# design 1

<file path="src/rtl/keystream_engine_pkg.sv">
// Shared types and helpers for the keystream engine: FSM state encoding,
// the seed zero-fix constant and the nonlinear injector function.
package keystream_pkg;

    typedef enum logic [2:0] {
        KSE_IDLE,
        KSE_WARMUP,
        KSE_RUN,
        KSE_EXHAUSTED,
        KSE_ALARM
    } kse_state_t;

    // Value written into bit 0 when an LFSR half is seeded with all zeros,
    // so the register can never lock up in the all-zero state.
    localparam logic KSE_SEED_ZERO_FIX = 1'b1;

    // Upper bounds for the injector helper; source LFSR and injector count
    // must not exceed these.
    localparam int KSE_IN_MAX  = 64;
    localparam int KSE_INJ_MAX = 64;

    // inj[k] = in[k%in_w] ^ (in[(k+1)%in_w] & in[(k+3)%in_w]) for k < inj_n.
    function automatic logic [KSE_INJ_MAX-1:0] kse_inject(
        input logic [KSE_IN_MAX-1:0] src,
        input int                    in_w,
        input int                    inj_n
    );
        logic [KSE_INJ_MAX-1:0] r;
        logic [5:0]             i0;
        logic [5:0]             i1;
        logic [5:0]             i3;
        r = '0;
        for (int k = 0; k < KSE_INJ_MAX; k++) begin
            i0 = 6'(k % in_w);
            i1 = 6'((k + 1) % in_w);
            i3 = 6'((k + 3) % in_w);
            if (k < inj_n) begin
                r[k] = src[i0] ^ (src[i1] & src[i3]);
            end
        end
        return r;
    endfunction

endpackage

</file>
<file path="src/rtl/keystream_engine_if.sv">
// Handshake bundle between the keystream engine and its seed source /
// keystream consumer. The master side is the environment, the slave side
// is the engine.
interface keystream_engine_if #(
    parameter int SEED_W = 96,
    parameter int OUT_W  = 8
);
    logic              flush;
    logic              seed_valid;
    logic              seed_ready;
    logic [SEED_W-1:0] seed_in;
    logic              ks_valid;
    logic              ks_ready;
    logic [OUT_W-1:0]  ks_data;
    logic              busy;
    logic              exhausted;
    logic              alarm;

    modport master (
        output flush, seed_valid, seed_in, ks_ready,
        input  seed_ready, ks_valid, ks_data, busy, exhausted, alarm
    );

    modport slave (
        input  flush, seed_valid, seed_in, ks_ready,
        output seed_ready, ks_valid, ks_data, busy, exhausted, alarm
    );
endinterface

</file>
<file path="src/rtl/keystream_engine_lfsr.sv">
// kse_lfsr: Fibonacci-style left-shifting LFSR with synchronous clear,
// seed load (all-zero seed replaced by the zero-fix pattern) and an
// injection mask XORed into evenly spaced stages on every step.
module kse_lfsr
    import keystream_pkg::*;
#(
    parameter int               WIDTH = 32,
    parameter logic [WIDTH-1:0] TAPS  = '1,
    parameter int               INJ_N = 1
) (
    input  logic             clk,
    input  logic             reset,
    input  logic             clr_i,
    input  logic             load_i,
    input  logic             step_i,
    input  logic [WIDTH-1:0] seed_i,
    input  logic [INJ_N-1:0] inj_i,
    output logic [WIDTH-1:0] state_o
);
    localparam int SPACING = WIDTH / INJ_N;

    logic [WIDTH-1:0] state_q;
    logic [WIDTH-1:0] state_d;
    logic [WIDTH-1:0] inj_mask;
    logic [WIDTH-1:0] seed_fix;

    // Injector k lands on stage k*SPACING; all other stages get no injection.
    for (genvar gi = 0; gi < WIDTH; gi++) begin : g_inj
        if ((gi % SPACING == 0) && (gi / SPACING < INJ_N)) begin : g_tap
            assign inj_mask[gi] = inj_i[gi / SPACING];
        end else begin : g_none
            assign inj_mask[gi] = 1'b0;
        end
    end

    assign seed_fix = (seed_i == '0) ? {{(WIDTH-1){1'b0}}, KSE_SEED_ZERO_FIX} : seed_i;
    assign state_o  = state_q;

    // Next state: clear beats load beats step.
    always_comb begin
        state_d = state_q;
        if (clr_i) begin
            state_d = '0;
        end else if (load_i) begin
            state_d = seed_fix;
        end else if (step_i) begin
            state_d = {state_q[WIDTH-2:0], ^(state_q & TAPS)} ^ inj_mask;
        end
    end

    // State register with asynchronous active-low clear.
    always_ff @(posedge clk or negedge reset) begin
        if (!reset) begin
            state_q <= '0;
        end else begin
            state_q <= state_d;
        end
    end
endmodule

</file>
<file path="src/rtl/keystream_engine.sv">
// keystream_engine: source LFSR drives a nonlinear injector into a wide
// output LFSR; keystream words are its low OUT_W bits. Handles seeding,
// warm-up, valid/ready backpressure and a per-seed word limit.
// Optional repeat-word health monitor: define KSE_HEALTH_MON_EN.
module keystream_engine
    import keystream_pkg::*;
#(
    parameter int                    IN_W       = 32,
    parameter int                    OUT_LFSR_W = 64,
    parameter int                    OUT_W      = 8,
    parameter logic [IN_W-1:0]       TAPS_IN    = 32'h80200003,
    parameter logic [OUT_LFSR_W-1:0] TAPS_OUT   = 64'hD800000000000000,
    parameter int                    INJ_N      = 16,
    parameter int                    WARMUP     = 128,
    parameter int                    MAX_WORDS  = 0,
    parameter int                    REP_LIMIT  = 4
) (
    input  logic               clk,
    input  logic               reset,
    keystream_engine_if.slave  bus
);
    localparam int              WU_W       = (WARMUP > 1) ? $clog2(WARMUP) : 1;
    localparam logic [WU_W-1:0] WU_LAST    = WU_W'(WARMUP - 1);
    localparam logic [31:0]     WORDS_LAST = 32'(MAX_WORDS - 1);

    kse_state_t              state_q, state_d;
    logic [WU_W-1:0]         wu_q, wu_d;
    logic [31:0]             words_q, words_d;
    logic                    seed_fire, ks_fire, lfsr_load, lfsr_step, alarm_hit;
    logic [IN_W-1:0]         in_state;
    logic [OUT_LFSR_W-1:0]   out_state;
    logic [INJ_N-1:0]        inj;

    assign bus.seed_ready = (state_q == KSE_IDLE) || (state_q == KSE_EXHAUSTED);
    assign bus.ks_valid   = (state_q == KSE_RUN);
    assign bus.busy       = (state_q == KSE_WARMUP) || (state_q == KSE_RUN);
    assign bus.exhausted  = (state_q == KSE_EXHAUSTED);
    assign bus.ks_data    = out_state[OUT_W-1:0];

    assign seed_fire = bus.seed_valid & bus.seed_ready;
    assign ks_fire   = bus.ks_valid & bus.ks_ready;
    // flush wins: a word consumed in the flush cycle does not step the LFSRs.
    assign lfsr_load = seed_fire & ~bus.flush;
    assign lfsr_step = ~bus.flush & ((state_q == KSE_WARMUP) | ks_fire);

    // Injectors are computed from the pre-step source LFSR.
    assign inj = INJ_N'(kse_inject(KSE_IN_MAX'(in_state), IN_W, INJ_N));

    kse_lfsr #(.WIDTH(IN_W), .TAPS(TAPS_IN), .INJ_N(1)) u_lfsr_in (
        .clk     (clk),
        .reset   (reset),
        .clr_i   (bus.flush),
        .load_i  (lfsr_load),
        .step_i  (lfsr_step),
        .seed_i  (bus.seed_in[IN_W-1:0]),
        .inj_i   (1'b0),
        .state_o (in_state)
    );

    kse_lfsr #(.WIDTH(OUT_LFSR_W), .TAPS(TAPS_OUT), .INJ_N(INJ_N)) u_lfsr_out (
        .clk     (clk),
        .reset   (reset),
        .clr_i   (bus.flush),
        .load_i  (lfsr_load),
        .step_i  (lfsr_step),
        .seed_i  (bus.seed_in[IN_W +: OUT_LFSR_W]),
        .inj_i   (inj),
        .state_o (out_state)
    );

`ifdef KSE_HEALTH_MON_EN
    localparam int RC_W = $clog2(REP_LIMIT + 1);

    logic [OUT_W-1:0] prev_q;
    logic [RC_W-1:0]  rep_q, rep_d;

    // Run length of identical fired words; zero means no previous word yet.
    always_comb begin
        rep_d     = rep_q;
        alarm_hit = 1'b0;
        if (ks_fire) begin
            if ((rep_q != '0) && (bus.ks_data == prev_q)) begin
                rep_d = rep_q + 1'b1;
            end else begin
                rep_d = RC_W'(1);
            end
            alarm_hit = (rep_d >= RC_W'(REP_LIMIT));
        end
    end

    // Remember the last fired word; forget history on flush or reseed.
    always_ff @(posedge clk or negedge reset) begin
        if (!reset) begin
            rep_q  <= '0;
            prev_q <= '0;
        end else if (bus.flush || lfsr_load) begin
            rep_q  <= '0;
            prev_q <= '0;
        end else if (ks_fire) begin
            rep_q  <= rep_d;
            prev_q <= bus.ks_data;
        end
    end

    assign bus.alarm = (state_q == KSE_ALARM);
`else
    assign alarm_hit = 1'b0;
    assign bus.alarm = 1'b0;
`endif

    // Next-state logic for the control FSM and its counters.
    always_comb begin
        state_d = state_q;
        wu_d    = wu_q;
        words_d = words_q;
        if (bus.flush) begin
            state_d = KSE_IDLE;
            wu_d    = '0;
            words_d = '0;
        end else begin
            case (state_q)
                KSE_IDLE, KSE_EXHAUSTED: begin
                    if (seed_fire) begin
                        state_d = KSE_WARMUP;
                        wu_d    = '0;
                        words_d = '0;
                    end
                end
                KSE_WARMUP: begin
                    if (wu_q == WU_LAST) begin
                        state_d = KSE_RUN;
                        wu_d    = '0;
                    end else begin
                        wu_d = wu_q + 1'b1;
                    end
                end
                KSE_RUN: begin
                    if (ks_fire) begin
                        words_d = words_q + 32'd1;
                        if (alarm_hit) begin
                            state_d = KSE_ALARM;
                        end else if ((MAX_WORDS != 0) && (words_q == WORDS_LAST)) begin
                            state_d = KSE_EXHAUSTED;
                        end
                    end
                end
                KSE_ALARM: state_d = KSE_ALARM;
                default:   state_d = KSE_IDLE;
            endcase
        end
    end

    // FSM and counter registers with asynchronous active-low reset.
    always_ff @(posedge clk or negedge reset) begin
        if (!reset) begin
            state_q <= KSE_IDLE;
            wu_q    <= '0;
            words_q <= '0;
        end else begin
            state_q <= state_d;
            wu_q    <= wu_d;
            words_q <= words_d;
        end
    end
endmodule
</file>
<file path="src/flat_wrapper.sv">
// flat-port wrapper written by rule: the top's interface ports become plain ports
module keystream_engine_flat import keystream_pkg::*;
#(
    parameter int                    IN_W       = 32,
    parameter int                    OUT_LFSR_W = 64,
    parameter int                    OUT_W      = 8,
    parameter logic [IN_W-1:0]       TAPS_IN    = 32'h80200003,
    parameter logic [OUT_LFSR_W-1:0] TAPS_OUT   = 64'hD800000000000000,
    parameter int                    INJ_N      = 16,
    parameter int                    WARMUP     = 128,
    parameter int                    MAX_WORDS  = 0,
    parameter int                    REP_LIMIT  = 4
)
  (clk, reset, bus_flush, bus_seed_valid, bus_seed_in, bus_ks_ready, bus_seed_ready, bus_ks_valid, bus_ks_data, bus_busy, bus_exhausted, bus_alarm);
  keystream_engine_if #(.OUT_W(OUT_W)) bus_i ();
  input  logic clk;
  input  logic reset;
  input wire logic [$bits(bus_i.flush)-1:0] bus_flush;
  input wire logic [$bits(bus_i.seed_valid)-1:0] bus_seed_valid;
  input wire logic [$bits(bus_i.seed_in)-1:0] bus_seed_in;
  input wire logic [$bits(bus_i.ks_ready)-1:0] bus_ks_ready;
  output wire logic [$bits(bus_i.seed_ready)-1:0] bus_seed_ready;
  output wire logic [$bits(bus_i.ks_valid)-1:0] bus_ks_valid;
  output wire logic [$bits(bus_i.ks_data)-1:0] bus_ks_data;
  output wire logic [$bits(bus_i.busy)-1:0] bus_busy;
  output wire logic [$bits(bus_i.exhausted)-1:0] bus_exhausted;
  output wire logic [$bits(bus_i.alarm)-1:0] bus_alarm;
  assign bus_i.flush = bus_flush;
  assign bus_i.seed_valid = bus_seed_valid;
  assign bus_i.seed_in = bus_seed_in;
  assign bus_i.ks_ready = bus_ks_ready;
  assign bus_seed_ready = bus_i.seed_ready;
  assign bus_ks_valid = bus_i.ks_valid;
  assign bus_ks_data = bus_i.ks_data;
  assign bus_busy = bus_i.busy;
  assign bus_exhausted = bus_i.exhausted;
  assign bus_alarm = bus_i.alarm;
  keystream_engine #(.IN_W(IN_W), .OUT_LFSR_W(OUT_LFSR_W), .OUT_W(OUT_W), .TAPS_IN(TAPS_IN), .TAPS_OUT(TAPS_OUT), .INJ_N(INJ_N), .WARMUP(WARMUP), .MAX_WORDS(MAX_WORDS), .REP_LIMIT(REP_LIMIT)) u_core (.clk(clk), .reset(reset), .bus(bus_i));
endmodule
</file>
<file path="config.mk">
export PLATFORM = sky130hd
export DESIGN_NAME = keystream_engine_flat
export DESIGN_NICKNAME = d
export VERILOG_FILES = /design/src/rtl/keystream_engine_pkg.sv /design/src/rtl/keystream_engine_if.sv /design/src/rtl/keystream_engine_lfsr.sv /design/src/rtl/keystream_engine.sv /design/src/flat_wrapper.sv
export SDC_FILE = /design/constraint.sdc
export NUM_CORES = 1
export LEC_CHECK = 0
export ABC_AREA = 1
export CAP_MARGIN = 0
export CORE_MARGIN = 2
export CORE_UTILIZATION = 45
export CTS_CLUSTER_DIAMETER = 120
export DETAILED_ROUTE_END_ITERATION = 8
export PLACE_DENSITY = 0.67
export SLEW_MARGIN = 20
export SYNTH_ARGS = -nofsm -noshare
export SYNTH_HDL_FRONTEND = slang
export SYNTH_SLANG_ARGS = --single-unit
</file>
<file path="constraint.sdc">
create_clock -name clk -period 2.7 [get_ports clk]
set_input_delay 0.54 -clock clk [delete_from_list [all_inputs] [get_ports clk]]
set_output_delay 0.54 -clock clk [all_outputs]
set_load 0.01 [all_outputs]
</file>
# design 2

`src/rtl/fetch_sequencer.sv`:
```
// ---------------------------------------------------------------------------
// fetch_sequencer
//
// Instruction fetch front end. It keeps a fetch PC, allows at most one
// outstanding read to a synchronous instruction memory, and buffers the
// returned words in a 2-entry FIFO that feeds the decode stage through a
// valid/ready handshake. A redirect flushes the FIFO, squashes the read in
// flight and reloads the fetch PC. A redirect to an illegal target sends the
// block into a sticky FAULT state that only rst can clear.
//
// Parameters
//   RESET_PC   byte address of the first fetch after reset
//   MEM_WORDS  number of valid 32-bit words in instruction memory
//
// Ports
//   clk          clock, rising edge
//   rst          asynchronous active-high reset
//   en           fetch enable; low blocks new fetches only
//   iaddr        byte address presented to instruction memory
//   idata        memory read data, valid the cycle after iaddr
//   redirect     branch/jump request
//   redirect_pc  redirect target byte address
//   ins          instruction at the FIFO head
//   ins_pc       byte address of ins
//   ins_valid    ins / ins_pc are valid
//   ins_ready    decode stage accepts ins
//   fault        sticky illegal-redirect flag
// ---------------------------------------------------------------------------
module fetch_sequencer #(
  parameter logic [5:0] RESET_PC  = 6'h00,
  parameter int         MEM_WORDS = 16
) (
  input  logic        clk,
  input  logic        rst,
  input  logic        en,
  output logic [5:0]  iaddr,
  input  logic [31:0] idata,
  input  logic        redirect,
  input  logic [5:0]  redirect_pc,
  output logic [31:0] ins,
  output logic [5:0]  ins_pc,
  output logic        ins_valid,
  input  logic        ins_ready,
  output logic        fault
);

  typedef enum logic {
    ST_RUN   = 1'b0,
    ST_FAULT = 1'b1
  } state_t;

  state_t      r_state;
  state_t      w_state_next;

  logic [5:0]  r_fetch_pc;
  logic        r_inflight;
  logic [5:0]  r_inflight_pc;
  logic [31:0] r_fifo_ins [2];
  logic [5:0]  r_fifo_pc  [2];
  logic        r_head;
  logic [1:0]  r_count;

  logic        w_run;
  logic        w_redirect;
  logic        w_illegal;
  logic [31:0] w_word_idx;
  logic        w_pop;
  logic        w_pop_eff;
  logic        w_push;
  logic        w_issue;
  logic [2:0]  w_occupancy;
  logic        w_wr_idx;

  assign w_run      = (r_state == ST_RUN);
  // Redirects are ignored once faulted; only rst leaves FAULT.
  assign w_redirect = w_run && redirect;

  assign w_word_idx = {26'd0, redirect_pc} >> 2;
  assign w_illegal  = (redirect_pc[1:0] != 2'b00) ||
                      (w_word_idx >= $unsigned(MEM_WORDS));

  assign ins_valid  = (r_count != 2'd0) && w_run;
  assign w_pop      = ins_valid && ins_ready;
  // A pop coinciding with a redirect is dropped along with the FIFO.
  assign w_pop_eff  = w_pop && !w_redirect;
  assign w_push     = r_inflight && !w_redirect;

  // Entries left after this cycle's pop plus the word still coming back must
  // leave room for one more, so the FIFO can never overflow.
  assign w_occupancy = {1'b0, r_count} - {2'b00, w_pop} + {2'b00, r_inflight};
  assign w_issue     = w_run && en && !redirect && (w_occupancy < 3'd2);

  // Tail slot; with count==2 no push can occur, so aliasing the head is safe.
  assign w_wr_idx   = r_head ^ r_count[0];

  assign iaddr      = r_fetch_pc;
  assign ins        = r_fifo_ins[r_head];
  assign ins_pc     = r_fifo_pc[r_head];
  assign fault      = (r_state == ST_FAULT);

  // State register
  always_ff @(posedge clk or posedge rst) begin
    if (rst) begin
      r_state <= ST_RUN;
    end else begin
      r_state <= w_state_next;
    end
  end

  // Next state
  always_comb begin
    w_state_next = r_state;
    if (w_redirect && w_illegal) begin
      w_state_next = ST_FAULT;
    end
  end

  // Fetch PC, in-flight tracking and FIFO bookkeeping
  always_ff @(posedge clk or posedge rst) begin
    if (rst) begin
      r_fetch_pc    <= RESET_PC;
      r_inflight    <= 1'b0;
      r_inflight_pc <= 6'h00;
      r_head        <= 1'b0;
      r_count       <= 2'd0;
    end else if (w_redirect) begin
      r_inflight <= 1'b0;
      r_count    <= 2'd0;
      if (!w_illegal) begin
        r_fetch_pc <= redirect_pc;
      end
    end else begin
      if (w_issue) begin
        r_inflight    <= 1'b1;
        r_inflight_pc <= r_fetch_pc;
        r_fetch_pc    <= r_fetch_pc + 6'd4;
      end else if (w_push) begin
        r_inflight <= 1'b0;
      end
      if (w_pop_eff) begin
        r_head <= ~r_head;
      end
      r_count <= r_count + {1'b0, w_push} - {1'b0, w_pop_eff};
    end
  end

  // FIFO storage, one register pair per slot
  generate
    for (genvar gi = 0; gi < 2; gi++) begin : g_fifo
      always_ff @(posedge clk or posedge rst) begin
        if (rst) begin
          r_fifo_ins[gi] <= 32'h0;
          r_fifo_pc[gi]  <= 6'h0;
        end else if (w_push && (w_wr_idx == gi[0])) begin
          r_fifo_ins[gi] <= idata;
          r_fifo_pc[gi]  <= r_inflight_pc;
        end
      end
    end
  endgenerate

endmodule

```
`config.mk`:
```
export PLATFORM = sky130hd
export DESIGN_NAME = fetch_sequencer
export DESIGN_NICKNAME = d
export VERILOG_FILES = /design/src/rtl/fetch_sequencer.sv
export SDC_FILE = /design/constraint.sdc
export NUM_CORES = 1
export LEC_CHECK = 0
export ABC_AREA = 1
export CAP_MARGIN = 20
export CORE_MARGIN = 10
export CORE_UTILIZATION = 44
export CTS_CLUSTER_SIZE = 20
export DETAILED_ROUTE_END_ITERATION = 7
export PLACE_DENSITY = 0.71
export SLEW_MARGIN = 20
export SYNTH_ARGS = -nofsm -noshare
export SYNTH_HDL_FRONTEND = slang
export SYNTH_SLANG_ARGS = --single-unit
```
`constraint.sdc`:
```
create_clock -name clk -period 5.25 [get_ports clk]
set_input_delay 1.3125 -clock clk [delete_from_list [all_inputs] [get_ports clk]]
set_output_delay 1.3125 -clock clk [all_outputs]
set_load 0.01 [all_outputs]
```
**Design 2: PDN straps and rails**

The bar under the picture is 20 um long. Pins as bars on the die edge. Tap cells in gray.
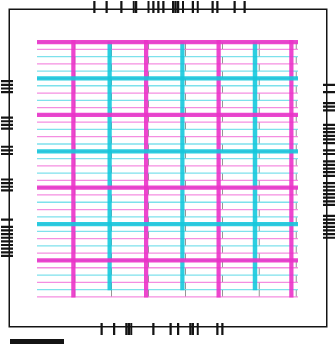
cyan -> VDD
magenta -> VSS
met1 rails = 36
tap cells = 129
met5 straps = 7
rows = 35
vertical die size: 118 um
VDD IR-drop max: 0.139 mV
die outline width: 118 um
standard cell core area: 9280 um^2

**Design 2: clock network drawn from the DEF**

The bar under the picture is 20 um long.
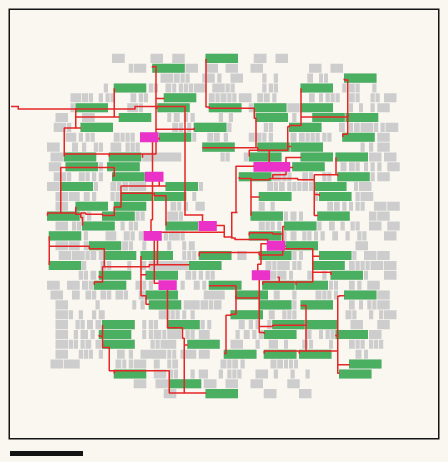
magenta -> cells driving clock nets  # count 9
red -> clock wires  # length 1,020 um
green -> flip-flops  # count 93
routed clock nets = 10
Insertion Delay late pin: 0.34 ns
clock group total power: 522 uW

==> flow_summary.ini, design 2 <==
; synthesis and place-and-route metrics
[power_and_ir_drop]
power_spent_charging_and_discharging_nets_uw = 267
dominant_power_group = registers

[status]
outcome = complete, no violations

[final_layout]
area_share_clock_buf_inv_pct = 4.13
stdcell_count = 726

[timing]
finClkSkew_ns = 0.00734
report.final.slew_viol_count = 0
rsz0062_at_grt = false

[floorplanning]
io_pins = 89
die_area_um2 = 13900

[grt]
globalRoute.totalOverflow = 0

[yosys]
syn-num-nets = 563
mux_area_share_pct = 0
syn-cell-area_um2 = 4230

[drt]
first_pass_iters = 5
drt_drc_violations_left = 0

[place]
placed_cells_incl_taps = 711
gp_congestion = 0.856

[clock_network]
path_clk_slew_ns = 0.09
tritoncts_num_sinks = 93

[critical_path]
timing.critical_path.buf_inv = 2
worstPathArrival_ns = 3.71

[min_path]
min_path_cells = 2
-- design 2: stage by stage --
| stage | worst slack (ns) | hold slack, ns | area, um^2 |
|---|---|---|---|
| after floorplan | 1.52 | 0.453 | 4230 |
| after global placement | 1.52 | 0.464 | 5140 |
| after detailed placement | 1.40 | 0.472 | 5140 |
| after CTS | 1.76 | 0.494 | 5360 |
| after global routing | 1.55 | 0.512 | 5360 |
| final | 1.76 | 0.491 | 5360 |
-- design 2: registers in the layout (all words and copies together) (netlist names) --
register,flops
r_inflight,1
r_head,1
r_inflight_pc,6
iaddr,6
fault,1
r_fifo_ins,64
r_count,2
r_fifo_pc,12
**Design 1: the clock network**

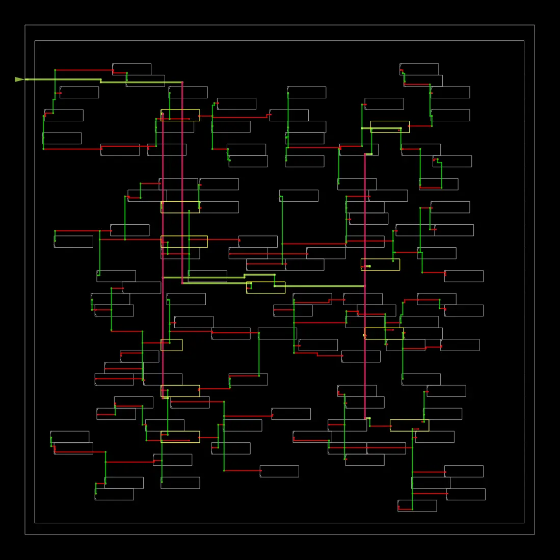
Insertion Delay late pin: 0.34 ns
largest clock skew in the final design: 0.00517 ns

==> flow_summary.ini, design 1 <==
; synthesis and place-and-route metrics
[critical_path]
rr_worst_depth = 9
timing.critical_path.buf_inv = 2
worst_path_dominant_cell_family = buffers and inverters
cp_cell_sequence = inv_1 > nand2_1 > nand2_1 > nor2_1 > clkdlybuf4s50_1
worstReg2RegStart = u_core.state_q[0]
worstSetupStartpointType = flop
critPathLaunch = u_core.state_q[0]
r2r_setup_slack_ns = 0.94

[drt]
met3RoutedLength_um = 602
drt_iter0_drc = 382
via_count = 5501

[final_layout]
area_share_clock_buf_inv_pct = 3.53
layout.core_utilization_pct = 57.6
n_antenna_cell = 0
non_clk_buf_share_pct = 17.0

[power_and_ir_drop]
power_in_combinational_cells_uw = 1730
cell_internal_pwr_uw = 3460
power_sequential_uw = 2250

[min_path]
hold_class = in -> async

[yosys]
number_of_synthesized_flops_with_an_enable_pin = 0
netlist.top_cell.by_area = sky130_fd_sc_hd__dfrtp_1
synth_flop_count = 106

[place]
placed_cells_incl_taps = 1110

[status]
outcome = complete, no violations

[grt]
combined_global_route_utilization_of_all_metal_layers_pct = 21.0
globalRoute.totalOverflow = 0

[clock_network]
clock-root-buffer = sky130_fd_sc_hd__clkbuf_16
cts.path.max_buffers = 2

[timing]
slew_worst_pin_ns = 0.575
design 1: state kept, by name, indices dropped and copies added (netlist names):
signal,cells
u_core.u_lfsr_out.state_o,64
u_core.u_lfsr_in.state_o,32
u_core.wu_q,7
u_core.state_q,3
design 1: logic make-up after synthesis:
logic type	after synthesis	synth area share [%]
fa+ha+maj	1	0.204
xor+xnor	32	4.58
other cells	1	0.0612
flops	106	43.3
buf+inv	144	10.6
simple gates	466	30.1
compound gates	107	11.1

==> screenshots <==
Placed cells, one color a class.
image #1
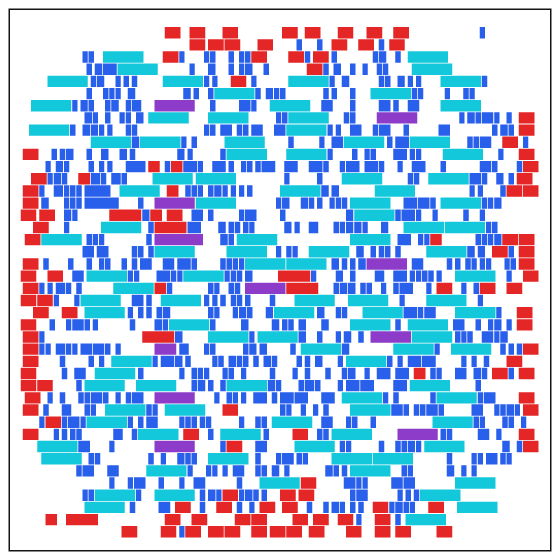
image #2
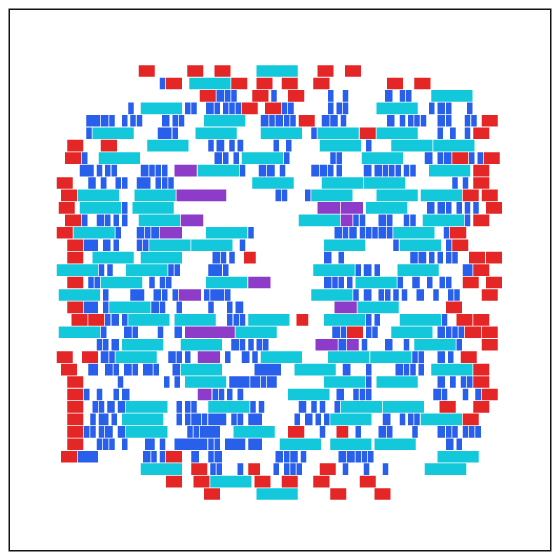
- image #2 = design 2
- image #1 = design 1
- most cells: image #1



==> screenshots <==
Metal layers overlaid.
The bar under the picture is 20 um long. Two of the layers only.
(a)
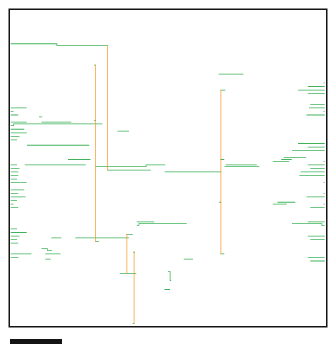
(b)
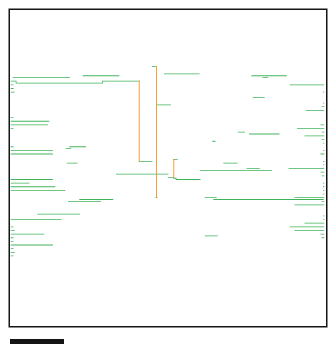
For design 2, see (b).
For design 1, see (a).

No activity file was given, so power comes from the tool's default toggle rates.
